=== design 1 ===
design_1/layer_met2.png
Cells faint in the background.
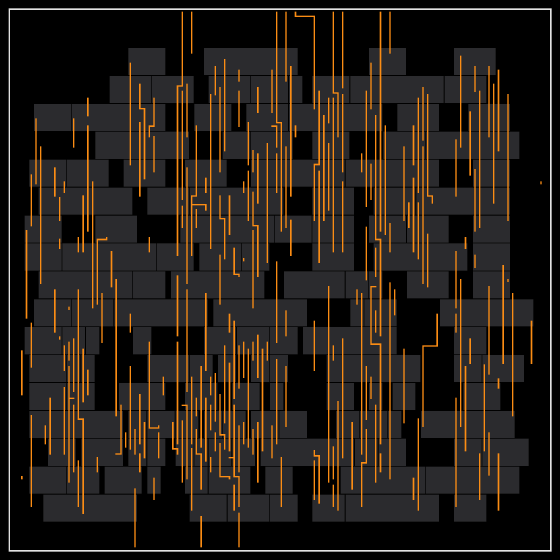

===== src/rtl/fifo_read_ctrl.sv =====
// Read-side controller for a flagless FIFO: tracks occupancy by snooping writes,
// issues reads only when data exists and skid room is guaranteed, and reports dropped writes.
module fifo_read_ctrl #(
  parameter int BIT_DEPTH   = 8,
  parameter int FIFO_VOLUME = 8,
  parameter int CNT_W       = $clog2(FIFO_VOLUME + 1)
) (
  input  logic                 clk,
  input  logic                 rst,
  input  logic                 fifo_wr_en,
  output logic                 fifo_rd_en,
  input  logic [BIT_DEPTH-1:0] fifo_rd_data,
  output logic [BIT_DEPTH-1:0] out_data,
  output logic                 out_valid,
  input  logic                 out_ready,
  output logic [CNT_W-1:0]     level,
  output logic                 overflow,
  input  logic                 clr_overflow
);

  localparam logic [CNT_W-1:0] FULL_LEVEL = CNT_W'(FIFO_VOLUME);

  logic [CNT_W-1:0]     level_reg, level_next;
  logic                 overflow_reg, overflow_next;
  logic                 inflight_reg;
  logic [1:0]           skid_count_reg, skid_count_next;
  logic                 head_reg;
  logic [BIT_DEPTH-1:0] skid_mem [2];

  logic       take, pop, push, drop, tail;
  logic [2:0] occ_after_take;

  assign take      = out_valid && out_ready;
  // Words the skid buffer will hold once this cycle's take and the pending capture settle.
  assign occ_after_take = {1'b0, skid_count_reg} + {2'b00, inflight_reg} - {2'b00, take};
  assign pop       = (level_reg != '0) && (occ_after_take < 3'd2);
  assign push      = fifo_wr_en && ((level_reg != FULL_LEVEL) || pop);
  assign drop      = fifo_wr_en && (level_reg == FULL_LEVEL) && !pop;

  // With count==2 the tail slot equals the head slot, which only happens alongside a take.
  assign tail      = head_reg ^ skid_count_reg[0];

  assign fifo_rd_en = pop;
  assign out_data   = skid_mem[head_reg];
  assign out_valid  = (skid_count_reg != 2'd0);
  assign level      = level_reg;
  assign overflow   = overflow_reg;

  always_comb begin
    level_next = level_reg;
    case ({push, pop})
      2'b10:   level_next = level_reg + 1'b1;
      2'b01:   level_next = level_reg - 1'b1;
      default: level_next = level_reg;
    endcase
  end

  always_comb begin
    overflow_next = overflow_reg;
    if (drop)
      overflow_next = 1'b1;
    else if (clr_overflow)
      overflow_next = 1'b0;
  end

  always_comb begin
    skid_count_next = skid_count_reg + {1'b0, inflight_reg} - {1'b0, take};
  end

  always_ff @(posedge clk or posedge rst) begin
    if (rst) begin
      level_reg      <= '0;
      overflow_reg   <= 1'b0;
      inflight_reg   <= 1'b0;
      skid_count_reg <= 2'd0;
      head_reg       <= 1'b0;
      skid_mem[0]    <= '0;
      skid_mem[1]    <= '0;
    end else begin
      level_reg      <= level_next;
      overflow_reg   <= overflow_next;
      inflight_reg   <= pop;
      skid_count_reg <= skid_count_next;
      if (take)
        head_reg <= ~head_reg;
      if (inflight_reg)
        skid_mem[tail] <= fifo_rd_data;
    end
  end

endmodule


===== config.mk =====
export PLATFORM = sky130hd
export DESIGN_NAME = fifo_read_ctrl
export DESIGN_NICKNAME = d
export VERILOG_FILES = /design/src/rtl/fifo_read_ctrl.sv
export SDC_FILE = /design/constraint.sdc
export NUM_CORES = 1
export LEC_CHECK = 0
export CORE_UTILIZATION = 49
export DETAILED_ROUTE_END_ITERATION = 7
export HOLD_SLACK_MARGIN = 0.12
export PLACE_DENSITY = 0.78
export SYNTH_ARGS = -nofsm -noshare
export SYNTH_HDL_FRONTEND = slang
export SYNTH_SLANG_ARGS = --single-unit

===== constraint.sdc =====
create_clock -name clk -period 4.97 [get_ports clk]
set_clock_uncertainty 0.05 [all_clocks]
set_input_delay 1.491 -clock clk [delete_from_list [all_inputs] [get_ports clk]]
set_output_delay 1.491 -clock clk [all_outputs]
set_load 0.02 [all_outputs]

=== design 2 ===
<file path="config.mk">
export PLATFORM = sky130hd
export DESIGN_NAME = codec_frame_tx
export DESIGN_NICKNAME = d
export VERILOG_FILES = /design/src/rtl/codec_pkg.sv /design/src/rtl/codec_frame_tx_bclk_divider.sv /design/src/rtl/codec_frame_tx.sv
export SDC_FILE = /design/constraint.sdc
export NUM_CORES = 1
export LEC_CHECK = 0
export CAP_MARGIN = 30
export CORE_MARGIN = 2
export CORE_UTILIZATION = 61
export CTS_BUF_LIST = sky130_fd_sc_hd__clkbuf_8 sky130_fd_sc_hd__clkbuf_16
export CTS_CLUSTER_DIAMETER = 100
export DETAILED_ROUTE_END_ITERATION = 6
export HOLD_SLACK_MARGIN = 0.02
export PLACE_DENSITY = 0.85
export SLEW_MARGIN = 25
export SYNTH_ARGS = -nofsm -noshare
export SYNTH_HDL_FRONTEND = slang
export SYNTH_SLANG_ARGS = --single-unit
export TNS_END_PERCENT = 100
</file>
<file path="constraint.sdc">
create_clock -name clk -period 6.4 [get_ports clk]
set_input_delay 1.28 -clock clk [delete_from_list [all_inputs] [get_ports clk]]
set_output_delay 1.28 -clock clk [all_outputs]
set_load 0.05 [all_outputs]
</file>
<file path="src/rtl/codec_pkg.sv">
// Shared definitions for the codec serial transmit path: default sample and
// slot widths and the link state encoding.
package codec_pkg;

  localparam int unsigned SAMPLE_WIDTH_DEF = 16;
  localparam int unsigned SLOT_WIDTH_DEF   = 32;

  typedef enum logic {
    IDLE = 1'b0,
    RUN  = 1'b1
  } state_t;

endpackage

</file>
<file path="src/rtl/codec_frame_tx_bclk_divider.sv">
// Bit-clock generator: toggles bclk every CLK_DIV clk while run is high and
// flags the clk in which bclk falls. Parks at bclk=0 when run is low.
module bclk_divider #(
  parameter int unsigned CLK_DIV = 4
) (
  input  logic clk,
  input  logic reset,
  input  logic run,
  output logic bclk,
  output logic fall_evt
);

  localparam int unsigned DW = (CLK_DIV > 1) ? $clog2(CLK_DIV) : 1;

  logic [DW-1:0] div_cnt;
  logic          div_wrap;

  assign div_wrap = (div_cnt == DW'(CLK_DIV - 1));
  assign fall_evt = run & bclk & div_wrap;

  always_ff @(posedge clk or posedge reset) begin
    if (reset) begin
      div_cnt <= '0;
      bclk    <= 1'b0;
    end else if (!run) begin
      div_cnt <= '0;
      bclk    <= 1'b0;
    end else if (div_wrap) begin
      div_cnt <= '0;
      bclk    <= ~bclk;
    end else begin
      div_cnt <= div_cnt + DW'(1);
    end
  end

endmodule

</file>
<file path="src/rtl/codec_frame_tx.sv">
// I2S frame serializer: sends one captured sample MSB-first on both channel
// slots. Optional frame counter output enabled by CODEC_FRAME_TX_COUNT_EN.
module codec_frame_tx
  import codec_pkg::*;
#(
  parameter int unsigned CLK_DIV      = 4,
  parameter int unsigned SAMPLE_WIDTH = SAMPLE_WIDTH_DEF,
  parameter int unsigned SLOT_WIDTH   = SLOT_WIDTH_DEF
) (
  input  logic                    clk,
  input  logic                    reset,
  input  logic                    enable,
  input  logic [SAMPLE_WIDTH-1:0] valid_sample,
  output logic                    new_frame,
  output logic                    bclk,
  output logic                    lrclk,
  output logic                    sdata,
  output logic                    busy
`ifdef CODEC_FRAME_TX_COUNT_EN
  ,
  output logic [15:0]             frame_count
`endif
);

  localparam int unsigned FRAME_BITS = 2 * SLOT_WIDTH;
  localparam int unsigned BW         = $clog2(FRAME_BITS);
  localparam int unsigned LAST_BIT   = FRAME_BITS - 1;

  state_t                  state, state_nxt;
  logic                    frame_start, frame_stop;
  logic                    fall_evt;
  logic [BW-1:0]           bit_cnt, bit_nxt;
  logic                    data_slot;
  logic [SAMPLE_WIDTH-1:0] hold, shift_reg;

  bclk_divider #(.CLK_DIV(CLK_DIV)) u_div (
    .clk     (clk),
    .reset   (reset),
    .run     (state == RUN),
    .bclk    (bclk),
    .fall_evt(fall_evt)
  );

  assign bit_nxt   = (bit_cnt == BW'(LAST_BIT)) ? '0 : bit_cnt + BW'(1);
  // Bits that shift out held sample data after the per-slot load bit.
  assign data_slot = ((bit_nxt != '0) && (bit_nxt <= BW'(SAMPLE_WIDTH))) ||
                     ((bit_nxt > BW'(SLOT_WIDTH)) &&
                      (bit_nxt <= BW'(SLOT_WIDTH + SAMPLE_WIDTH)));

  always_ff @(posedge clk or posedge reset) begin
    if (reset) state <= IDLE;
    else       state <= state_nxt;
  end

  always_comb begin
    state_nxt   = state;
    frame_start = 1'b0;
    frame_stop  = 1'b0;
    case (state)
      IDLE: begin
        if (enable) begin
          state_nxt   = RUN;
          frame_start = 1'b1;
        end
      end
      RUN: begin
        // enable is only sampled at the frame boundary so frames never truncate
        if (fall_evt && (bit_cnt == BW'(LAST_BIT))) begin
          if (enable) begin
            frame_start = 1'b1;
          end else begin
            state_nxt  = IDLE;
            frame_stop = 1'b1;
          end
        end
      end
      default: state_nxt = IDLE;
    endcase
  end

  always_ff @(posedge clk or posedge reset) begin
    if (reset) begin
      new_frame <= 1'b0;
      busy      <= 1'b0;
      bit_cnt   <= '0;
      lrclk     <= 1'b0;
      sdata     <= 1'b0;
      hold      <= '0;
      shift_reg <= '0;
    end else begin
      new_frame <= frame_start;
      if (frame_start)     busy <= 1'b1;
      else if (frame_stop) busy <= 1'b0;
      if (fall_evt) begin
        bit_cnt <= bit_nxt;
        lrclk   <= (bit_nxt >= BW'(SLOT_WIDTH));
        if (bit_nxt == BW'(1)) begin
          hold      <= valid_sample;
          shift_reg <= valid_sample << 1;
          sdata     <= valid_sample[SAMPLE_WIDTH-1];
        end else if (bit_nxt == BW'(SLOT_WIDTH + 1)) begin
          shift_reg <= hold << 1;
          sdata     <= hold[SAMPLE_WIDTH-1];
        end else if (data_slot) begin
          shift_reg <= shift_reg << 1;
          sdata     <= shift_reg[SAMPLE_WIDTH-1];
        end else begin
          sdata     <= 1'b0;
        end
      end
    end
  end

`ifdef CODEC_FRAME_TX_COUNT_EN
  always_ff @(posedge clk or posedge reset) begin
    if (reset)            frame_count <= '0;
    else if (frame_start) frame_count <= frame_count + 16'd1;
  end
`endif

endmodule

</file>
=== design 3 ===
===== config.mk =====
export PLATFORM = sky130hd
export DESIGN_NAME = uncache_axi_bridge
export DESIGN_NICKNAME = d
export VERILOG_FILES = /design/src/rtl/uncache_axi_bridge.sv
export SDC_FILE = /design/constraint.sdc
export NUM_CORES = 1
export LEC_CHECK = 0
export ABC_AREA = 1
export CAP_MARGIN = 20
export CORE_AREA = 2 2 189 191
export CTS_BUF_LIST = sky130_fd_sc_hd__clkbuf_16
export DETAILED_ROUTE_END_ITERATION = 6
export DIE_AREA = 0 0 191 193
export GPL_TIMING_DRIVEN = 0
export PLACE_DENSITY_LB_ADDON = 0.12
export SLEW_MARGIN = 20
export SYNTH_ARGS = -nofsm -noshare
export SYNTH_HDL_FRONTEND = slang
export SYNTH_SLANG_ARGS = --single-unit

===== constraint.sdc =====
create_clock -name clk -period 1.64 [get_ports clk]
set_input_delay 0.328 -clock clk [delete_from_list [all_inputs] [get_ports clk]]
set_output_delay 0.328 -clock clk [all_outputs]
set_load 0.02 [all_outputs]

===== src/rtl/uncache_axi_bridge.sv =====
// Uncached load/store bridge: turns one captured uncache request into a
// single AXI read (AR/R) or write (AW+W/B) transaction, then pulses refresh.
module uncache_axi_bridge #(
  parameter int unsigned TIMEOUT = 1023
) (
  input  logic        clk,
  input  logic        rst,
  input  logic        req_e,
  input  logic        req_we,
  input  logic [63:0] req_addr,
  input  logic [63:0] req_wdata,
  input  logic [7:0]  req_wsel,
  output logic        refresh,
  output logic [63:0] rdata,
  output logic        err,
  output logic [63:0] araddr,
  output logic        arvalid,
  input  logic        arready,
  input  logic [63:0] r_data,
  input  logic [1:0]  rresp,
  input  logic        rvalid,
  output logic        rready,
  output logic [63:0] awaddr,
  output logic        awvalid,
  input  logic        awready,
  output logic [63:0] wdata,
  output logic [7:0]  wstrb,
  output logic        wvalid,
  input  logic        wready,
  input  logic [1:0]  bresp,
  input  logic        bvalid,
  output logic        bready
);

  localparam int CW = $clog2(TIMEOUT + 1);

  typedef enum logic [2:0] {S_IDLE, S_AR, S_R, S_AW_W, S_B, S_DONE} state_e;

  state_e        state_q, state_d;
  logic          armed_q, armed_d;
  logic [63:0]   addr_q, addr_d;
  logic [63:0]   wdata_q, wdata_d;
  logic [7:0]    wsel_q, wsel_d;
  logic          aw_done_q, aw_done_d;
  logic          w_done_q, w_done_d;
  logic [CW-1:0] cnt_q, cnt_d;
  logic [63:0]   rdata_q, rdata_d;
  logic          err_q, err_d;

  // Address/data come straight from the capture registers, which only change
  // in IDLE, so they are stable for as long as any valid is up.
  assign araddr = addr_q;
  assign awaddr = addr_q;
  assign wdata  = wdata_q;
  assign wstrb  = wsel_q;
  assign rdata  = rdata_q;
  assign err    = err_q;

  // State and datapath registers; reset aborts any transaction in flight.
  always_ff @(posedge clk or negedge rst) begin
    if (!rst) begin
      state_q   <= S_IDLE;
      armed_q   <= 1'b1;
      addr_q    <= '0;
      wdata_q   <= '0;
      wsel_q    <= '0;
      aw_done_q <= 1'b0;
      w_done_q  <= 1'b0;
      cnt_q     <= '0;
      rdata_q   <= '0;
      err_q     <= 1'b0;
    end else begin
      state_q   <= state_d;
      armed_q   <= armed_d;
      addr_q    <= addr_d;
      wdata_q   <= wdata_d;
      wsel_q    <= wsel_d;
      aw_done_q <= aw_done_d;
      w_done_q  <= w_done_d;
      cnt_q     <= cnt_d;
      rdata_q   <= rdata_d;
      err_q     <= err_d;
    end
  end

  // Next-state and AXI handshake outputs.
  always_comb begin
    state_d   = state_q;
    // Any low cycle of req_e re-arms, so a level held across completion
    // cannot start a second transaction.
    armed_d   = armed_q | ~req_e;
    addr_d    = addr_q;
    wdata_d   = wdata_q;
    wsel_d    = wsel_q;
    aw_done_d = aw_done_q;
    w_done_d  = w_done_q;
    cnt_d     = cnt_q;
    rdata_d   = rdata_q;
    err_d     = err_q;
    arvalid   = 1'b0;
    rready    = 1'b0;
    awvalid   = 1'b0;
    wvalid    = 1'b0;
    bready    = 1'b0;
    refresh   = 1'b0;
    case (state_q)
      S_IDLE: begin
        if (req_e && armed_q) begin
          armed_d   = 1'b0;
          addr_d    = req_addr;
          wdata_d   = req_wdata;
          wsel_d    = req_wsel;
          aw_done_d = 1'b0;
          w_done_d  = 1'b0;
          state_d   = req_we ? S_AW_W : S_AR;
        end
      end
      S_AR: begin
        arvalid = 1'b1;
        if (arready) begin
          cnt_d   = '0;
          state_d = S_R;
        end
      end
      S_R: begin
        rready = 1'b1;
        // A response in the last allowed cycle wins over the timeout.
        if (rvalid) begin
          rdata_d = r_data;
          err_d   = |rresp;
          state_d = S_DONE;
        end else if (cnt_q == CW'(TIMEOUT - 1)) begin
          rdata_d = '0;
          err_d   = 1'b1;
          state_d = S_DONE;
        end else begin
          cnt_d = cnt_q + CW'(1);
        end
      end
      S_AW_W: begin
        // AW and W retire independently; each valid falls the cycle after
        // its own handshake.
        awvalid = ~aw_done_q;
        wvalid  = ~w_done_q;
        if (awvalid && awready) aw_done_d = 1'b1;
        if (wvalid && wready)   w_done_d  = 1'b1;
        if (aw_done_d && w_done_d) begin
          cnt_d   = '0;
          state_d = S_B;
        end
      end
      S_B: begin
        bready = 1'b1;
        if (bvalid) begin
          err_d   = |bresp;
          state_d = S_DONE;
        end else if (cnt_q == CW'(TIMEOUT - 1)) begin
          err_d   = 1'b1;
          state_d = S_DONE;
        end else begin
          cnt_d = cnt_q + CW'(1);
        end
      end
      S_DONE: begin
        refresh = 1'b1;
        state_d = S_IDLE;
      end
      default: state_d = S_IDLE;
    endcase
  end

endmodule

design_3/congestion.png
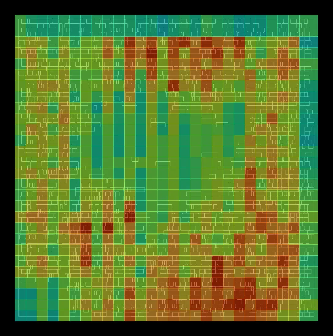
overall routing resource usage: 18.8%
met3 usage in global routing: 5.27%
highest-utilization routing layer at the global route stage: met2
met2 usage in global routing: 33.4%
Core Util, Final: 49.7%

==> Changelog: implementation, design 3 <==
### Implementation results

- End of the worst register-to-register path: wdata[0]
- Smallest setup slack after layout: -0.233 ns
- Fin cells: 2160
- Maximum clock frequency: 534 MHz
- Routability congestion estimate: 0.789
- Via/cell ratio: 4.26
- OpenROAD warning count: 29
- FF-to-FF setup slack: -0.12 ns
- Total placed instance area: 14700 um2
- I/O pin cnt: 484
- Port bufs: 483
- Total of hold buffers inserted after clock tree synthesis: 1
- Average wire length per cell after detail routing: 16.9 um
- Die outline height: 193 um
- Yosys reg bits: 217
- Worst-path cell chain: inv_4 -> nand3_2 -> inv_2 -> clkbuf_8 -> buf_4
- Number of setup violations in the final report: 123
- Violated checks: negative setup slack
- Slowest cell on the critical path: dfrtp_2
- Highest metal layer with signal wires: met5
- Final antenna-violating net count: 0
- Maximum number of pins on one net before global-route repair: 89
- Outcome: complete, but fails checks
- Count of placed standard cells including taps: 2028
- Net Count, Synth: 1297
- Worst R2R Start: state_q[2]
- Switching share of power: 41.9%
- Total Neg Setup Slack: -7.95 ns
- Worst slack at placement: -0.626 ns
- Arr. time, crit path: 1.54 ns
- Share of final layout cell area taken by non-clock buffers: 38.5%
- Detailed route wirelength on metal3: 3030 um
- Met1 track demand over resource: 21.7%
- Total power divided by cell area: 1950 nW/um2
- Global-route wire length before repair: 53600 um
- Share of cells above drive strength 1: 32.8%
- Final nets: 1893
- Growth of design area from synthesis to finish: 88.4%
- Sum of net half-perimeters after detailed placement: 25300 um
- Sequential power: 9460 uW
- Clock Power Share: 16.6%
- Hold Slack: 0.280 ns
## design 3: logic make-up (layout without fill, tap and decap cells)
kind of cell	Yosys count	after routing	synth area share [%]
AND-OR/OR-AND	20	20	1.17
XOR/XNOR	1	1	0.0949
adder cells (fa/ha/maj)	2	2	0.271
other	0	1	0
AND/OR/NAND/NOR	701	701	30.3
flip-flops	217	217	58.8
buffers and inverters	141	757	9.38
## design 3: Yosys cell counts, drive strengths merged
| cell | count | area [um2] |
|---|---|---|
| nor2 | 17 | 83.8 |
| a21o | 1 | 7.51 |
| nand2 | 585 | 2200 |
| o21bai | 2 | 15.0 |
| xor2 | 1 | 8.76 |
| nand3b | 1 | 7.51 |
| a21oi | 4 | 20.0 |
| ha | 2 | 25.0 |
| dfstp | 1 | 26.3 |
| dfrtp | 216 | 5410 |
| nand4 | 5 | 31.3 |
| nor3 | 3 | 15.0 |
| and2 | 1 | 6.26 |
| clkbuf | 14 | 52.6 |
| buf | 102 | 719 |
| or2 | 5 | 31.3 |
| nand3 | 84 | 420 |
| inv | 25 | 93.8 |
| o21ai | 13 | 65.1 |
design_2/metal_density.png
The die is cut into 13 by 13 equal tiles; dark blue is low, red is high, scaled to the fullest tile. Values are wire area over tile area, all layers added.
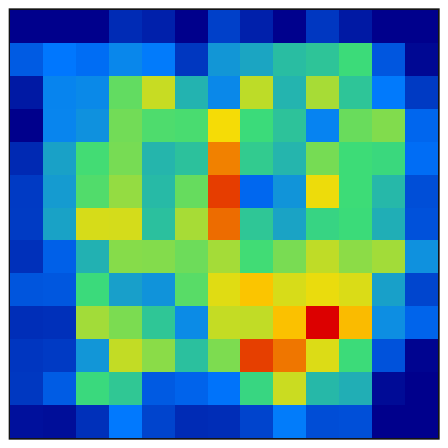
fullest tile = 0.39
mean over tiles = 0.15
densest ninth of the die = center
tiles over half the peak = 32%
emptiest ninth of the die = upper left

design_2/layer_met2.png
Cells faint in the background.
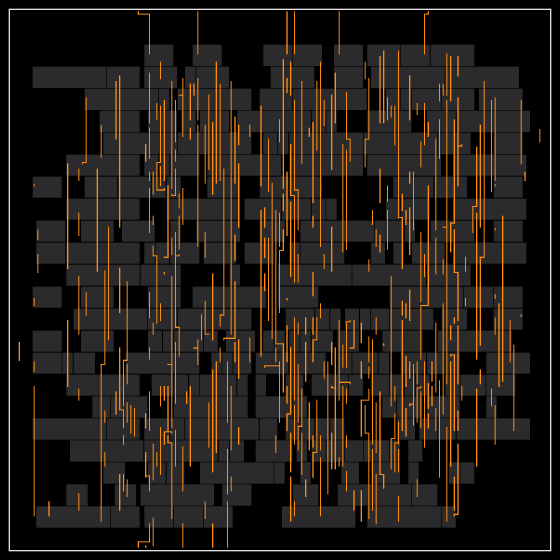
wire length on this layer = 2000 um
main direction = vertical
nets with wire on the layer = 212

==> Changelog: implementation, design 2 <==
### Implementation results

- Hold path endpoint: u_div.div_cnt[0]
- Total clock sinks: 45
- Post-synth design cell area: 2410 um2
- MI comb area: 1170 um2
- Number of setup violations in the final report: 0
- Worst path buffer plus inverter count: 1
- CTS buffer count: 5
- FF-to-FF setup slack: 3.68 ns
- Total congestion overflow after global routing: 0
- Fin cells: 281
- Core Util, Final: 72.4%
- Switching share of power: 38.4%
- Power dissipated in the clock network: 160 uW
- Worst hold stages: 1
- Synthesis warning total: 0
- Vias in the first global route: 1542
- Worst slack at placement: 3.67 ns
- Mux share: 22.3%
- Worst-case headroom to the max-slew limit: 44.4%
- Seq share, synth: 46.8%
- Kind of cell adding the most delay to the critical path: buffers and inverters
- Top power group: combinational logic
- Critical hold path startpoint: u_div.div_cnt[0]
- Top logic cell family in the synthesized netlist: multiplexers
- Worst setup path startpoint: u_div.bclk
- Die X-Extent: 66.8 um
- Final instance area: 2690 um2
- Outcome: complete, no violations
- Growth of design area from synthesis to finish: 11.8%
- Setup fix buffers added after clock tree synthesis: 0
- Final antenna-violating net count: 0
- Design internal power: 733 uW
## design 2: per-layer routing
metal / vias up / GRT usage [%] / part of all wire [%]
met5: - / 0 / 0
met4: 0 / 7.65 / 1.4
met3: 7 / 4.56 / 3.0
met2: 22 / 33.9 / 47
met1: 753 / 29.4 / 48
li1: 803 / - / -
## design 2: area by class of cell
type	instances	area share [%]
flip-flops and latches	45	41.9
clock buffers	5	2.56
repair buffers	24	8.84
multi-input cells	152	43.5
clock inverters	1	0.186
well taps	48	2.23
inverters	6	0.837
## design 2: logic make-up after synthesis
logic type,Yosys count
adders and majority gates,4
AOI/OAI and AO/OA,48
DFF,45
buffers and inverters,19
muxes,46
xor gates and xnor gates,3
and+or+nand+nor,51
## design 2: layout by cell type, fill, tap and decap left out, types with 3 or more instances in the layout
master           synthesis  final
clkbuf_8                 0      5
mux2_2                  21     21
dfrtp_1                 45     45
a31oi_1                  3      3
a21oi_1                  5      5
clkdlybuf4s50_1          0     23
nand2_1                 24     24
nor2_1                   7      7
ha_1                     4      4
mux2_4                  10     10
and3_1                   4      4
o21ai_0                  9      9
a21o_1                   3      3
and2_1                   4      4
nand3_1                  4      4
mux2i_1                 15     15
o21ai_1                 14     14
inv_1                    6      5
design_1/metal_density.png
The die is cut into 11 by 11 equal tiles; dark blue is low, red is high, scaled to the fullest tile. Values are wire area over tile area, all layers added.
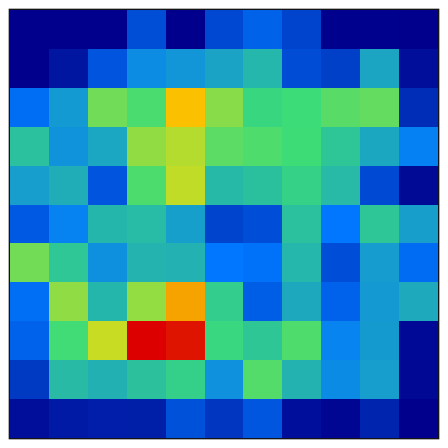
mean over tiles = 0.14
densest ninth of the die = bottom center
fullest tile = 0.44

Notes on design_1/layer_met2.png above:
wire length on this layer = 1380 um
main direction = vertical
longest straight run = 21.3 um
share of all routed wire = 54%

==> Changelog: implementation, design 1 <==
### Implementation results

- Outcome: complete, no violations
- Final instance area: 1690 um2
- Highest-utilization routing layer at the global route stage: met2
- Worst-path cell chain: dlymetal6s2s_1 -> and2_4 -> ha_4 -> inv_4 -> ha_4 -> inv_2 -> fa_2 -> xnor2_2 -> nand2_2 -> nor2_4 -> buf_6
- Sequential power: 403 uW
- Met3 usage in global routing: 2.61%
- Cell mode on critical path: ha_4
- Hold path endpoint: skid_mem[5]
- Top logic cell family in the synthesized netlist: multiplexers
- Power after layout: 1400 uW
- Count of cells resized by post-cts repair: 9
- Clock Power Share: 6.7%
- Post-synthesis adder-cell area fraction: 4.58%
- Worst-case headroom to the max-slew limit: 37.1%
- Unique masters post-synth: 29
- Share of the cycle needed by the critical path after routing: 94.5%
- Max Cap Violations: 0
- Met2 usage in global routing: 37.3%
- Clock Path Buffers: 2
- Total congestion overflow after global routing: 0
- Power dissipated in the clock network: 93.7 uW
- Hold Slack: 0.473 ns
- Met2 wire length: 1380 um
- Number of standard-cell rows in the floorplan: 17
- Peak ir drop on the vdd network: 0.631 mV
- MI comb cells: 66
- Die X-Extent: 52.6 um
- Inverter tally of the final layout excluding the clock network: 8
- Clock network latency to the later pin of the worst-skew pair: 0.31 ns
- CTS buffer count: 3
- Worst-path maximum fanout: 2
- Highest metal layer with signal wires: met4
- Switch Pwr: 554 uW
- Depth of the CTS H-tree: 1
- Total cell area reported by yosys after synthesis: 1260 um2
[design 1: cell usage after synthesis, drive strengths merged]
master / n / share of area [%]
a21o: 1 / 0.70
a21oi: 4 / 1.6
a22oi: 1 / 0.60
a2bb2o: 1 / 0.90
a31oi: 2 / 1.0
and2: 2 / 1.0
buf: 2 / 1.0
clkbuf: 1 / 1.1
dfrtp: 25 / 50
fa: 1 / 1.6
ha: 3 / 3.0
inv: 8 / 2.4
mux2: 24 / 22
nand2: 5 / 1.5
nand3: 1 / 0.40
nor2: 1 / 0.30
nor3: 2 / 0.80
nor4: 2 / 1.0
o2111ai: 1 / 0.70
o211ai: 1 / 0.60
o21ai: 2 / 0.80
o22ai: 1 / 0.50
o31a: 1 / 0.70
or2: 2 / 1.0
or3: 1 / 0.50
or4: 1 / 0.90
xnor2: 2 / 1.4
xor2: 4 / 2.8
[design 1: worst max path at each step]
stage                         start    endpoint  slack (ns)
final                     out_ready  fifo_rd_en        0.28
after detailed placement  out_ready  fifo_rd_en       -0.60
after global routing      out_ready  fifo_rd_en        0.21
after CTS                 out_ready  fifo_rd_en       0.004
after floorplan           out_ready  fifo_rd_en        0.15
after global placement    out_ready  fifo_rd_en       -0.53

==> screenshots <==
The metal 3 layer.
image #1
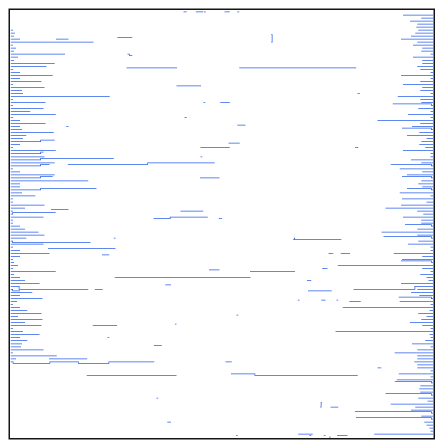
image #2
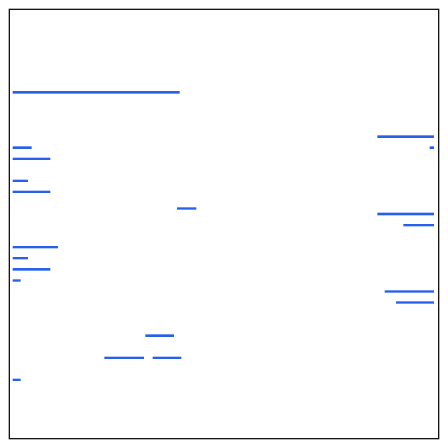
image #3
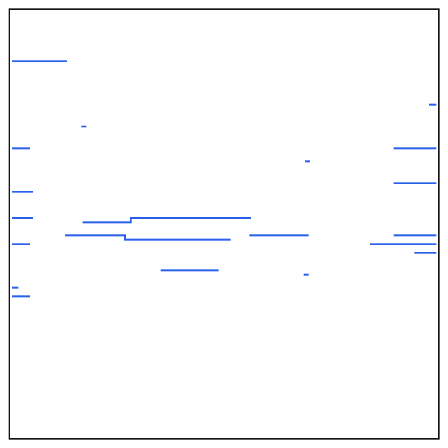
image #3: design 2
image #2: design 1
image #1: design 3


=== design 4 ===
**config.mk**
```make
export PLATFORM = sky130hd
export DESIGN_NAME = product_accumulator
export DESIGN_NICKNAME = d
export VERILOG_FILES = /design/src/rtl/product_accumulator.sv
export SDC_FILE = /design/constraint.sdc
export NUM_CORES = 1
export LEC_CHECK = 0
export CORE_MARGIN = 1
export CORE_UTILIZATION = 59
export CTS_BUF_LIST = sky130_fd_sc_hd__clkbuf_8 sky130_fd_sc_hd__clkbuf_16
export DETAILED_ROUTE_END_ITERATION = 7
export PLACE_DENSITY_LB_ADDON = 0.1
export REMOVE_ABC_BUFFERS = 1
export SYNTH_ARGS = -nofsm -noshare
export SYNTH_HDL_FRONTEND = slang
export SYNTH_SLANG_ARGS = --single-unit
```
**constraint.sdc**
```tcl
create_clock -name clk -period 15.4 [get_ports clk]
set_clock_uncertainty 0.1 [all_clocks]
set_input_delay 4.62 -clock clk [delete_from_list [all_inputs] [get_ports clk]]
set_output_delay 4.62 -clock clk [all_outputs]
set_load 0.1 [all_outputs]
```
**src/rtl/product_accumulator.sv**
```systemverilog
// Burst accumulator behind the 32x32 multiplier: sums 64-bit products and presents total/count on a valid/ready port.
// Optional macro PRODUCT_ACC_SATURATE_EN clamps the sum at all-ones instead of wrapping.
module product_accumulator #(
    parameter int unsigned ACC_W = 72,
    parameter int unsigned CNT_W = 8
) (
    input  logic             clk,
    input  logic             rst,
    input  logic             in_valid,
    output logic             in_ready,
    input  logic [63:0]      in_product,
    input  logic             in_last,
    output logic             out_valid,
    input  logic             out_ready,
    output logic [ACC_W-1:0] out_sum,
    output logic [CNT_W-1:0] out_count,
    output logic             out_overflow
);

    localparam int unsigned SUM_W = ACC_W + 1;

    typedef enum logic {
        ACCUM = 1'b0,
        HOLD  = 1'b1
    } state_t;

    state_t             state;
    state_t             state_nxt;
    logic [ACC_W-1:0]   acc;
    logic [ACC_W-1:0]   acc_nxt;
    logic [ACC_W-1:0]   acc_add;
    logic [CNT_W-1:0]   cnt;
    logic [CNT_W-1:0]   cnt_nxt;
    logic               ovf;
    logic               ovf_nxt;
    logic               load_out;
    logic [SUM_W-1:0]   sum_ext;
    logic               accept_c;
    logic               done_c;

    assign accept_c = in_valid && in_ready;
    assign done_c   = out_valid && out_ready;

    // State register
    always_ff @(posedge clk or posedge rst) begin
        if (rst) begin
            state <= ACCUM;
        end else begin
            state <= state_nxt;
        end
    end

    // Next-state logic
    always_comb begin
        state_nxt = state;
        case (state)
            ACCUM: if (accept_c && in_last) state_nxt = HOLD;
            HOLD:  if (done_c)              state_nxt = ACCUM;
        endcase
    end

    // Datapath next values; the extra sum bit is the carry that drives the sticky overflow
    always_comb begin
        acc_nxt  = acc;
        cnt_nxt  = cnt;
        ovf_nxt  = ovf;
        load_out = 1'b0;
        sum_ext  = {1'b0, acc} + SUM_W'(in_product);
`ifdef PRODUCT_ACC_SATURATE_EN
        acc_add  = sum_ext[ACC_W] ? {ACC_W{1'b1}} : sum_ext[ACC_W-1:0];
`else
        acc_add  = sum_ext[ACC_W-1:0];
`endif
        if (accept_c) begin
            acc_nxt  = acc_add;
            cnt_nxt  = (cnt == {CNT_W{1'b1}}) ? cnt : cnt + CNT_W'(1);
            ovf_nxt  = ovf | sum_ext[ACC_W];
            load_out = in_last;
        end
        if (done_c) begin
            acc_nxt = '0;
            cnt_nxt = '0;
            ovf_nxt = 1'b0;
        end
    end

    // Running sum, count and overflow
    always_ff @(posedge clk or posedge rst) begin
        if (rst) begin
            acc <= '0;
            cnt <= '0;
            ovf <= 1'b0;
        end else begin
            acc <= acc_nxt;
            cnt <= cnt_nxt;
            ovf <= ovf_nxt;
        end
    end

    // Registered output port; totals load only on entry to HOLD
    always_ff @(posedge clk or posedge rst) begin
        if (rst) begin
            in_ready     <= 1'b1;
            out_valid    <= 1'b0;
            out_sum      <= '0;
            out_count    <= '0;
            out_overflow <= 1'b0;
        end else begin
            in_ready  <= (state_nxt == ACCUM);
            out_valid <= (state_nxt == HOLD);
            if (load_out) begin
                out_sum      <= acc_nxt;
                out_count    <= cnt_nxt;
                out_overflow <= ovf_nxt;
            end
        end
    end

endmodule

```
=== design 5 ===
**src/rtl/mmc1_pkg.sv**
```systemverilog
// Shared constants for the MMC1 serial loader and register bank.
// Latency: none (package only).
// Backpressure: none (package only).
package mmc1_pkg;

    // Target register selects, taken from {A14,A13} on the committing write.
    localparam logic [1:0] SEL_CONTROL = 2'b00;
    localparam logic [1:0] SEL_CHR0    = 2'b01;
    localparam logic [1:0] SEL_CHR1    = 2'b10;
    localparam logic [1:0] SEL_PRG     = 2'b11;

    // Serial writes needed for one register commit.
    localparam int MMC1_SHIFT_LEN = 5;

    // The register bank ORs this into control when CTRL_RESET pulses (PRG mode 3).
    localparam logic [4:0] CTRL_RESET_MASK = 5'b01100;

endpackage

```
**src/rtl/mmc1_commit_buf.sv**
```systemverilog
// Two-deep commit buffer (output slot + hold slot) between shifter and register bank.
// Latency: a commit reaches the output in the same M2 falling edge when the output slot is free.
// Backpressure: valid/ready; a third outstanding commit is dropped and OVERRUN latches.
//
// Ports: m2_i (state updates on falling edge), rst_i (sync, active-high),
//        commit_vld_i/commit_sel_i/commit_dat_i (new value), rdy_i (bank ready),
//        vld_o/sel_o/dat_o (presented value), overrun_o (sticky drop flag).
module mmc1_commit_buf #(
    parameter int DW = 5
) (
    input  logic          m2_i,
    input  logic          rst_i,
    input  logic          commit_vld_i,
    input  logic [1:0]    commit_sel_i,
    input  logic [DW-1:0] commit_dat_i,
    input  logic          rdy_i,
    output logic          vld_o,
    output logic [1:0]    sel_o,
    output logic [DW-1:0] dat_o,
    output logic          overrun_o
);

    logic          out_vld_q, out_vld_d;
    logic [1:0]    out_sel_q, out_sel_d;
    logic [DW-1:0] out_dat_q, out_dat_d;
    logic          hold_vld_q, hold_vld_d;
    logic [1:0]    hold_sel_q, hold_sel_d;
    logic [DW-1:0] hold_dat_q, hold_dat_d;
    logic          ovr_q, ovr_d;
    logic          xfer;
    logic          out_free;

    always_comb begin
        out_vld_d  = out_vld_q;
        out_sel_d  = out_sel_q;
        out_dat_d  = out_dat_q;
        hold_vld_d = hold_vld_q;
        hold_sel_d = hold_sel_q;
        hold_dat_d = hold_dat_q;
        ovr_d      = ovr_q;
        xfer       = out_vld_q && rdy_i;
        // The output slot can take a new value if it is empty or handing off this edge.
        out_free   = !out_vld_q || xfer;

        if (commit_vld_i) begin
            if (out_free) begin
                out_vld_d = 1'b1;
                if (hold_vld_q) begin
                    // Keep ordering: older held value advances, new one waits in hold.
                    out_sel_d  = hold_sel_q;
                    out_dat_d  = hold_dat_q;
                    hold_sel_d = commit_sel_i;
                    hold_dat_d = commit_dat_i;
                end else begin
                    out_sel_d = commit_sel_i;
                    out_dat_d = commit_dat_i;
                end
            end else if (!hold_vld_q) begin
                hold_vld_d = 1'b1;
                hold_sel_d = commit_sel_i;
                hold_dat_d = commit_dat_i;
            end else begin
                ovr_d = 1'b1;
            end
        end else if (xfer) begin
            if (hold_vld_q) begin
                out_sel_d  = hold_sel_q;
                out_dat_d  = hold_dat_q;
                hold_vld_d = 1'b0;
            end else begin
                out_vld_d = 1'b0;
            end
        end
    end

    always_ff @(negedge m2_i) begin
        if (rst_i) begin
            out_vld_q  <= 1'b0;
            out_sel_q  <= '0;
            out_dat_q  <= '0;
            hold_vld_q <= 1'b0;
            hold_sel_q <= '0;
            hold_dat_q <= '0;
            ovr_q      <= 1'b0;
        end else begin
            out_vld_q  <= out_vld_d;
            out_sel_q  <= out_sel_d;
            out_dat_q  <= out_dat_d;
            hold_vld_q <= hold_vld_d;
            hold_sel_q <= hold_sel_d;
            hold_dat_q <= hold_dat_d;
            ovr_q      <= ovr_d;
        end
    end

    assign vld_o     = out_vld_q;
    assign sel_o     = out_sel_q;
    assign dat_o     = out_dat_q;
    assign overrun_o = ovr_q;

endmodule

```
**src/rtl/mmc1_serial_loader.sv**
```systemverilog
// MMC1 serial write loader: filters CPU writes, shifts D0 into a 5-bit value, commits by {A14,A13}.
// Latency: SHIFT_CNT/LOAD_BUSY/CTRL_RESET and a free-slot commit all update on the write's M2 falling edge.
// Backpressure: REG_VALID/REG_READY into a two-deep buffer; excess commits dropped, OVERRUN sticky.
//
// Optional feature: MMC1_CONSEC_FILTER_EN ignores a write on the cycle right after another raw write
// (RMW second write). Undefined: every raw write is accepted.
// Ports: CPU_M2 (clock, falling edge), RESET (sync, active-high), nCPU_ROMSEL, nCPU_RW, CPU_A14,
//        CPU_A13, CPU_D0, CPU_D7 (CPU bus); REG_READY/REG_VALID/REG_SEL/REG_DATA (bank handshake);
//        CTRL_RESET (one-cycle D7 pulse), LOAD_BUSY, SHIFT_CNT, OVERRUN (status).
module mmc1_serial_loader
    import mmc1_pkg::*;
#(
    parameter int SHIFT_LEN = MMC1_SHIFT_LEN
) (
    input  logic                 CPU_M2,
    input  logic                 RESET,
    input  logic                 nCPU_ROMSEL,
    input  logic                 nCPU_RW,
    input  logic                 CPU_A14,
    input  logic                 CPU_A13,
    input  logic                 CPU_D0,
    input  logic                 CPU_D7,
    input  logic                 REG_READY,
    output logic                 REG_VALID,
    output logic [1:0]           REG_SEL,
    output logic [SHIFT_LEN-1:0] REG_DATA,
    output logic                 CTRL_RESET,
    output logic                 LOAD_BUSY,
    output logic [2:0]           SHIFT_CNT,
    output logic                 OVERRUN
);

    localparam logic [2:0] CNT_LAST = 3'(SHIFT_LEN - 1);

    logic                 raw_wr;
    logic                 acc_wr;
    logic [SHIFT_LEN-1:0] shreg_q, shreg_d;
    logic [SHIFT_LEN-1:0] shifted;
    logic [2:0]           cnt_q, cnt_d;
    logic                 ctrl_q, ctrl_d;
    logic                 commit_vld;

    assign raw_wr = !nCPU_ROMSEL && !nCPU_RW;

`ifdef MMC1_CONSEC_FILTER_EN
    logic prev_wr_q;

    always_ff @(negedge CPU_M2) begin
        if (RESET) prev_wr_q <= 1'b0;
        else       prev_wr_q <= raw_wr;
    end

    // Second half of a read-modify-write lands the cycle after the first: drop it.
    assign acc_wr = raw_wr && !prev_wr_q;
`else
    assign acc_wr = raw_wr;
`endif

    // New bits enter at the top so the first write ends up at bit 0.
    assign shifted = {CPU_D0, shreg_q[SHIFT_LEN-1:1]};

    always_comb begin
        shreg_d    = shreg_q;
        cnt_d      = cnt_q;
        ctrl_d     = 1'b0;
        commit_vld = 1'b0;
        if (acc_wr) begin
            if (CPU_D7) begin
                // D7 wins even on what would have been the final write.
                shreg_d = '0;
                cnt_d   = '0;
                ctrl_d  = 1'b1;
            end else if (cnt_q == CNT_LAST) begin
                commit_vld = 1'b1;
                shreg_d    = '0;
                cnt_d      = '0;
            end else begin
                shreg_d = shifted;
                cnt_d   = cnt_q + 3'd1;
            end
        end
    end

    always_ff @(negedge CPU_M2) begin
        if (RESET) begin
            shreg_q <= '0;
            cnt_q   <= '0;
            ctrl_q  <= 1'b0;
        end else begin
            shreg_q <= shreg_d;
            cnt_q   <= cnt_d;
            ctrl_q  <= ctrl_d;
        end
    end

    mmc1_commit_buf #(
        .DW (SHIFT_LEN)
    ) u_commit_buf (
        .m2_i         (CPU_M2),
        .rst_i        (RESET),
        .commit_vld_i (commit_vld),
        .commit_sel_i ({CPU_A14, CPU_A13}),
        .commit_dat_i (shifted),
        .rdy_i        (REG_READY),
        .vld_o        (REG_VALID),
        .sel_o        (REG_SEL),
        .dat_o        (REG_DATA),
        .overrun_o    (OVERRUN)
    );

    assign CTRL_RESET = ctrl_q;
    assign SHIFT_CNT  = cnt_q;
    assign LOAD_BUSY  = (cnt_q != 3'd0);

endmodule

```
**config.mk**
```make
export PLATFORM = sky130hd
export DESIGN_NAME = mmc1_serial_loader
export DESIGN_NICKNAME = d
export VERILOG_FILES = /design/src/rtl/mmc1_pkg.sv /design/src/rtl/mmc1_commit_buf.sv /design/src/rtl/mmc1_serial_loader.sv
export SDC_FILE = /design/constraint.sdc
export NUM_CORES = 1
export LEC_CHECK = 0
export CELL_PAD_IN_SITES_DETAIL_PLACEMENT = 0
export CELL_PAD_IN_SITES_GLOBAL_PLACEMENT = 2
export CORE_ASPECT_RATIO = 0.9
export CORE_UTILIZATION = 32
export CTS_CLUSTER_DIAMETER = 80
export DETAILED_ROUTE_END_ITERATION = 7
export PLACE_DENSITY = 0.81
export SETUP_SLACK_MARGIN = 0.1
export SLEW_MARGIN = 20
export SYNTH_ARGS = -nofsm -noshare
export SYNTH_HDL_FRONTEND = slang
export SYNTH_SLANG_ARGS = --single-unit
export TNS_END_PERCENT = 20
```
**constraint.sdc**
```tcl
create_clock -name CPU_M2 -period 2.7 [get_ports CPU_M2]
set_clock_uncertainty 0.1 [all_clocks]
set_input_delay 0.54 -clock CPU_M2 [delete_from_list [all_inputs] [get_ports CPU_M2]]
set_output_delay 0.54 -clock CPU_M2 [all_outputs]
set_load 0.01 [all_outputs]
```
design_5/congestion.png
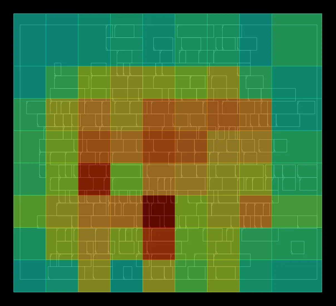
met3 usage in global routing: 5.77%
Core Util, Final: 58.3%
met1 track demand over resource: 20.5%
overall routing resource usage: 18.3%
average wire length per cell after detail routing: 13.1 um

==> Changelog: implementation, design 5 <==
### Implementation results

- Via/cell ratio: 4.95
- Post-synthesis cell count: 134
- Non-clock buffers: 57
- Smallest setup slack after layout: -0.326 ns
- Depth of the CTS H-tree: 1
- Iteration count of the initial detailed-routing pass: 4
- Number of hold violations in the final report: 0
- Outcome: complete, but fails checks
- Total cell area reported by yosys after synthesis: 1180 um2
- Growth of design area from synthesis to finish: 71.3%
- Number of setup violations in the final report: 29
- Total Neg Setup Slack: -1.96 ns
- MI comb area: 751 um2
- Post-synthesis adder-cell area fraction: 2.13%
- Final wirelength: 3330 um
- Share of final layout cell area taken by non-clock buffers: 26.7%
- Violated checks: negative setup slack
- Most common library cell in the layout ignoring fill and taps: buf_4
- Max Cap Violations: 0
- MI comb cells: 96
- Total placed instance area: 1610 um2
- Combinational power share: 9.2%
- Routability congestion estimate: 0.739
- Clock Power Share: 45.3%
- Cell at the root of the clock tree: clkbuf_8
- Critical hold path startpoint: u_commit_buf.dat_o[1]
- Async S/R FF share, synth: 0%
- Peak ir drop on the vdd network: 0.243 mV
-- design 5: flip-flops by register name, indices dropped and copies added (netlist names) --
name	cells
u_commit_buf.hold_sel_q	2
u_commit_buf.hold_dat_q	5
u_commit_buf.overrun_o	1
u_commit_buf.dat_o	5
CTRL_RESET	1
u_commit_buf.hold_vld_q	1
u_commit_buf.vld_o	1
SHIFT_CNT	3
u_commit_buf.sel_o	2
shreg_q	4
-- design 5: layer usage --
metal | vias to the layer above | GRT usage, % | part of all wire, %
met5 | - | 0 | 0
met4 | 0 | 11.2 | 1.9
met1 | 611 | 20.5 | 45
met3 | 7 | 5.77 | 2.3
met2 | 16 | 30.2 | 51
li1 | 627 | - | -
-- design 5: power by group through the flow --
stage | combinational, uW | sequential (uW) | clock (uW)
after floorplan | 22.4 | 383 | 58.9
after global placement | 64.0 | 381 | 58.9
after detailed placement | 65.5 | 381 | 58.9
after CTS | 74.2 | 376 | 388
after global routing | 82.4 | 375 | 437
final | 75.8 | 376 | 374
-- design 5: repair_timing --
item	4_1_cts	5_1_grt
resized	127	17
cloned	1	0
pin swaps	12	7
hold buffers	0	0
setup buffers	6	2
endpoints found under the setup margin	39	36
design_4/layer_met1.png
The bar under the picture is 50 um long. Supply wires on this layer in gray.
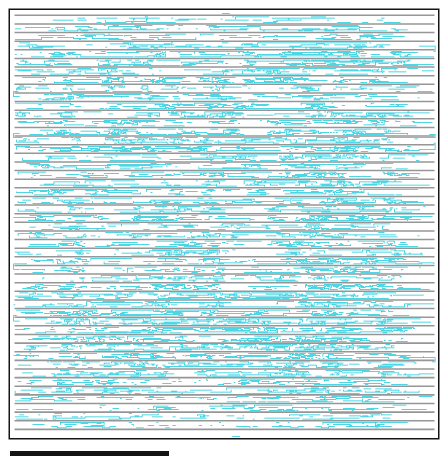
main direction = horizontal
nets with wire on the layer = 1294
longest straight run = 53.8 um

==> Changelog: implementation, design 4 <==
### Implementation results

- Clock tree from TritonCTS: yes
- Growth of design area from synthesis to finish: 20.4%
- Via/cell ratio: 6.11
- Worst R2R Start: acc[0]
- Non-clock buffers: 157
- Final instance area: 12600 um2
- Crit path to: acc[42]
- Port bufs: 151
- Number of fill cells in the layout: 1344
- End of the worst register-to-register path: acc[42]
- Switching share of power: 54.1%
- Worst endpoint required time: 15.62 ns
- Register share of total power: 22.8%
- Routability congestion estimate: 0.932
- Total stage count of the critical path: 14
- Cell count in the Yosys report: 1184
- HP Class: reg2reg
- Outcome: complete, no violations
-- design 4: kinds of logic (layout without fill, tap and decap cells) --
family	count (synthesis)	in the layout	share of synthesized area, %
AND-OR/OR-AND	389	389	24.6
AND/OR/NAND/NOR	385	385	16.7
flip-flops	164	164	39.4
buffers and inverters	93	214	3.71
XOR/XNOR	71	71	5.96
adder cells (fa/ha/maj)	66	66	7.99
multiplexers	16	16	1.69
-- design 4: power groups by stage --
stage / Sequential [uW] / Clock, uW / Combinational [uW]
after floorplan: 1280 / 0 / 883
after global placement: 693 / 0 / 1890
after detailed placement: 698 / 0 / 1910
after CTS: 693 / 417 / 1920
after global routing: 711 / 435 / 2070
final: 693 / 414 / 1930
-- design 4: worst reg2reg max path: stages (launching register included) --
cell	delay, ns
dfrtp_1	0.37
ha_1	0.19
inv_1	0.06
fa_1	0.39
nand2b_1	0.18
a21oi_1	0.24
o21ai_1	0.13
a21boi_0	0.49
o2111a_1	0.38
o21ai_0	0.09
and2_1	0.20
o21ai_0	0.36
nand3_1	0.13
o2111a_1	0.18

==> notes/layouts.md <==
Pictures saved along the way, in no particular order.

The metal 2 layer.
Cells faint in the background.
panel A
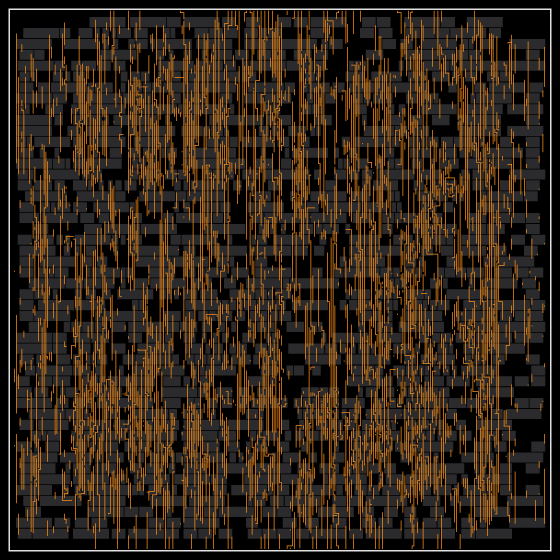
panel B
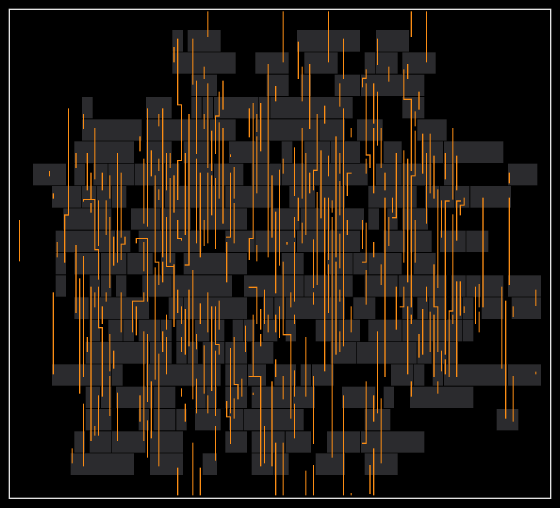
- panel B = design 5
- panel A = design 4

Key to panel A:
nets with wire on the layer = 1237
share of all routed wire = 47%
wire length on this layer = 13000 um
main direction = vertical


=== design 6 ===
design_6/layer_met1.png
The bar under the picture is 20 um long. Supply wires on this layer in gray.
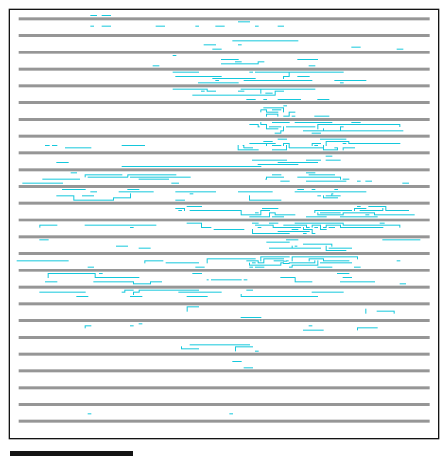
design_6/layer_met2.png
Cells faint in the background.
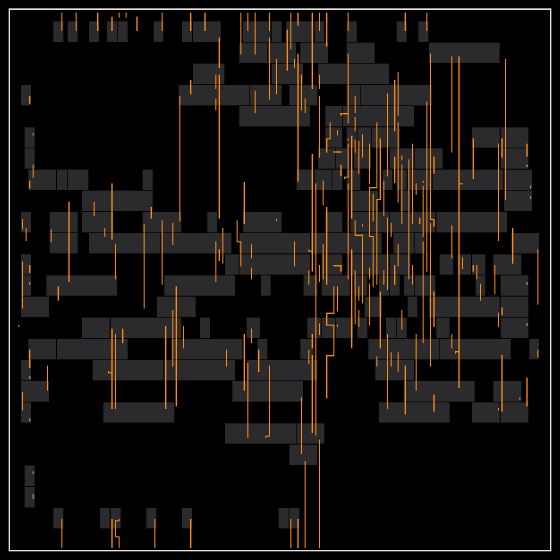
design_6/layer_met3.png
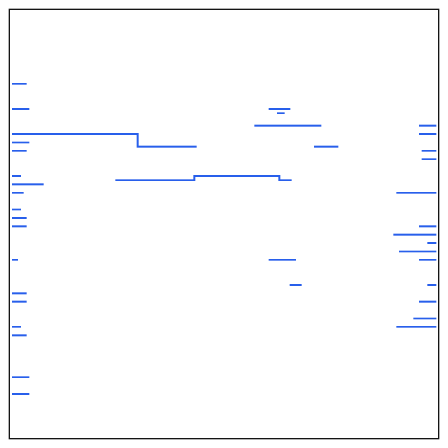
==> src/rtl/vectored_int_ctrl.sv <==
// rtl/vectored_int_ctrl.sv - vectored interrupt controller with fixed priority and single-level service
module vectored_int_ctrl #(
   parameter int                 NUM_IRQ    = 4,
   parameter int                 ID_W       = 2,
   parameter logic [31:0]        VEC_BASE   = 32'd512,
   parameter logic [31:0]        VEC_STRIDE = 32'd16,
   parameter logic [NUM_IRQ-1:0] EDGE_MODE  = '1,
   parameter logic [NUM_IRQ-1:0] RESET_MASK = '0
) (
   input  logic               clk,
   input  logic               reset,
   input  logic [NUM_IRQ-1:0] irq_in,
   input  logic               mask_we,
   input  logic [NUM_IRQ-1:0] mask_wdata,
   input  logic               int_take,
   input  logic               isr_ret,
   output logic               int_req,
   output logic [ID_W-1:0]    int_id,
   output logic [31:0]        int_vec,
   output logic               in_service,
   output logic [NUM_IRQ-1:0] irq_ack,
   output logic [NUM_IRQ-1:0] pending_o,
   output logic [NUM_IRQ-1:0] mask_o
);

   typedef enum logic [1:0] {IDLE, REQ, SERVICE} state_t;

   state_t             state;
   logic [NUM_IRQ-1:0] sync1, sync2, sync3;
   logic [NUM_IRQ-1:0] pending, mask;
   logic [NUM_IRQ-1:0] eligible, rise, id_onehot, take_clr;
   logic [ID_W-1:0]    win_id;
   logic               any_elig, latched_ok, take_now;

   assign eligible   = pending & ~mask;
   assign rise       = sync2 & ~sync3;
   assign id_onehot  = NUM_IRQ'(1) << int_id;
   assign latched_ok = |(eligible & id_onehot);
   assign any_elig   = |eligible;
   // An accepted take wins over a same-cycle loss of eligibility: the CPU already saw int_req high.
   assign take_now   = (state == REQ) && int_take;
   assign take_clr   = take_now ? (id_onehot & EDGE_MODE) : '0;
   assign pending_o  = pending;
   assign mask_o     = mask;

   // Fixed priority: lowest-index eligible channel wins.
   always_comb begin
      win_id = '0;
      for (int i = NUM_IRQ - 1; i >= 0; i--) begin
         if (eligible[i]) win_id = ID_W'(i);
      end
   end

   // Two-flop synchronizer plus a previous-value flop for edge detection.
   always_ff @(posedge clk or posedge reset) begin
      if (reset) begin
         sync1 <= '0;
         sync2 <= '0;
         sync3 <= '0;
      end else begin
         sync1 <= irq_in;
         sync2 <= sync1;
         sync3 <= sync2;
      end
   end

   // Edge channels latch until taken (a new edge beats the clear); level channels follow sync2.
   always_ff @(posedge clk or posedge reset) begin
      if (reset) pending <= '0;
      else       pending <= (EDGE_MODE & (rise | (pending & ~take_clr))) | (~EDGE_MODE & sync2);
   end

   // Mask register; masking never touches pending.
   always_ff @(posedge clk or posedge reset) begin
      if (reset)        mask <= RESET_MASK;
      else if (mask_we) mask <= mask_wdata;
   end

   // Request/service FSM with registered outputs.
   always_ff @(posedge clk or posedge reset) begin
      if (reset) begin
         state      <= IDLE;
         int_req    <= 1'b0;
         in_service <= 1'b0;
         int_id     <= '0;
         int_vec    <= VEC_BASE;
         irq_ack    <= '0;
      end else begin
         irq_ack <= '0;
         case (state)
            IDLE: begin
               if (any_elig) begin
                  state   <= REQ;
                  int_req <= 1'b1;
                  int_id  <= win_id;
                  int_vec <= VEC_BASE + VEC_STRIDE * 32'(win_id);
               end
            end
            REQ: begin
               if (int_take) begin
                  state      <= SERVICE;
                  int_req    <= 1'b0;
                  in_service <= 1'b1;
               end else if (!latched_ok) begin
                  state   <= IDLE;
                  int_req <= 1'b0;
               end
            end
            SERVICE: begin
               if (isr_ret) begin
                  state      <= IDLE;
                  in_service <= 1'b0;
                  irq_ack    <= id_onehot;
               end
            end
            default: begin
               state   <= IDLE;
               int_req <= 1'b0;
            end
         endcase
      end
   end

endmodule

==> config.mk <==
export PLATFORM = sky130hd
export DESIGN_NAME = vectored_int_ctrl
export DESIGN_NICKNAME = d
export VERILOG_FILES = /design/src/rtl/vectored_int_ctrl.sv
export SDC_FILE = /design/constraint.sdc
export NUM_CORES = 1
export LEC_CHECK = 0
export CORE_UTILIZATION = 30
export DETAILED_ROUTE_END_ITERATION = 8
export PLACE_DENSITY = 0.68
export SLEW_MARGIN = 40
export SYNTH_ARGS = -nofsm -noshare
export SYNTH_HDL_FRONTEND = slang
export SYNTH_SLANG_ARGS = --single-unit
==> constraint.sdc <==
create_clock -name clk -period 2.9 [get_ports clk]
set_input_delay 0.58 -clock clk [delete_from_list [all_inputs] [get_ports clk]]
set_output_delay 0.58 -clock clk [all_outputs]
set_load 0.01 [all_outputs]
==> Changelog: implementation <==
### Implementation results

- Top power group: registers
- Port bufs: 30
- Post-synth design cell area: 1360 um2
- Clock network latency to the later pin of the worst-skew pair: 0.27 ns
- Total power divided by cell area: 806 nW/um2
- Largest type area fraction: 55.0%
- Worst endpoint required time: 2.32 ns
- Post-detailed-route DRC marker count: 0
- Switch Pwr: 436 uW
- Vias in the first global route: 759
- Count of cells resized by post-cts repair: 0
- Sum of net half-perimeters after detailed placement: 1610 um
- Maximum number of pins on one net before global-route repair: 31
- Iteration count of the initial detailed-routing pass: 4
- Outcome: complete, no violations
- Max-slew violation count: 0
- Sequential power: 602 uW
- Combinational power share: 30.4%
- Number of antenna violations at the first check in global routing: 0
- Via/cell ratio: 4.12
- Average wire length per cell after detail routing: 10.2 um
- Global-route wire length before repair: 3450 um
- Antenna diodes: 0
- Die outline height: 69.4 um
About design_6/layer_met1.png:
longest straight run = 22.5 um
nets with wire on the layer = 120
main direction = horizontal

About design_6/layer_met2.png:
main direction = vertical
longest straight run = 42.5 um
wire length on this layer = 1020 um

About design_6/layer_met3.png:
main direction = horizontal
nets with wire on the layer = 37
share of all routed wire = 7.9%
longest straight run = 20.2 um

[cell families after synthesis]
| kind of cell | after synthesis | synth area share (%) |
|---|---|---|
| buffers and inverters | 40 | 20.6 |
| and+or+nand+nor | 30 | 12.6 |
| DFF | 30 | 55.0 |
| muxes | 4 | 3.30 |
| other | 2 | 0.551 |
| AOI/OAI and AO/OA | 17 | 7.89 |
[metal layers]
layer,part of all wire (%),vias up,global-route usage [%]
li1,-,408,-
met1,43,400,11.7
met2,48,46,14.8
met3,7.9,2,3.49
met4,0.80,0,4.08
met5,0,-,0
[worst max path at each step]
stage                              end  slack (ns)
final                       int_vec[4]        0.90
after CTS                   int_vec[4]        0.88
after detailed placement  pending_o[0]        1.15
after global routing        int_vec[4]        0.81
after global placement    pending_o[0]        1.12
after floorplan                int_req        1.44
[worst reg2reg max path, delay by kind of cell (launching register included)]
family / cells / cell delay, ns
compound gates: 2 / 0.53
flops: 1 / 0.50
simple gates: 2 / 0.38
[final cells by class]
type                       count  area [um2]
tap                           52        65.1
clock buffer                   7        86.3
multi-input combinational     81         437
clock inverter                 1        5.00
inverter                       6        22.5
sequential                    30         751
fill                         438        2680
timing repair buffer          31         308


==> gallery <==
Metal 1.
picture 1
The bar under the picture is 20 um long. Supply wires on this layer in gray.
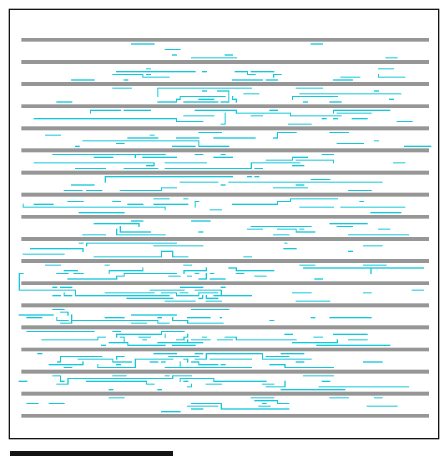
picture 2
The bar under the picture is 50 um long. Supply wires on this layer in gray.
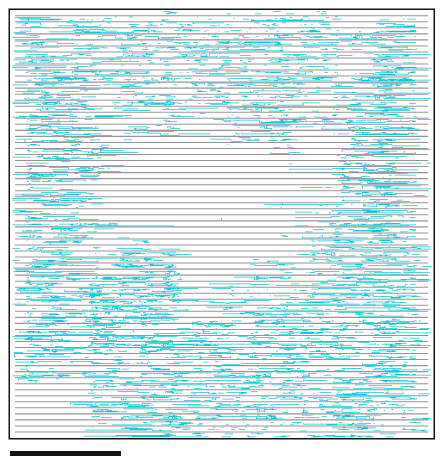
picture 3
The bar under the picture is 20 um long. Supply wires on this layer in gray.
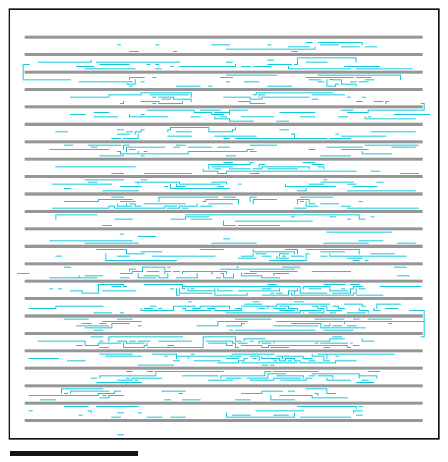
picture 4
The bar under the picture is 20 um long. Supply wires on this layer in gray.
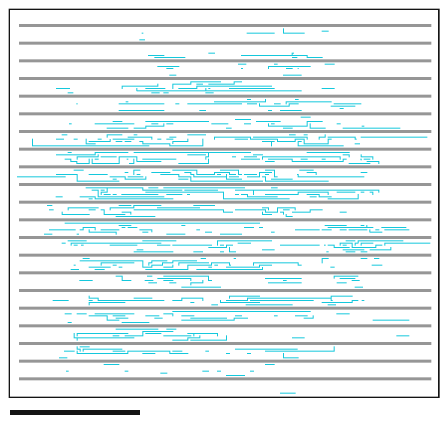
- smallest die: picture 1
| picture | from |
|---|---|
| picture 2 | design 3 |
| picture 3 | design 2 |
| picture 4 | design 5 |
| picture 1 | design 1 |

Power is estimated from default activity; no workload was simulated.
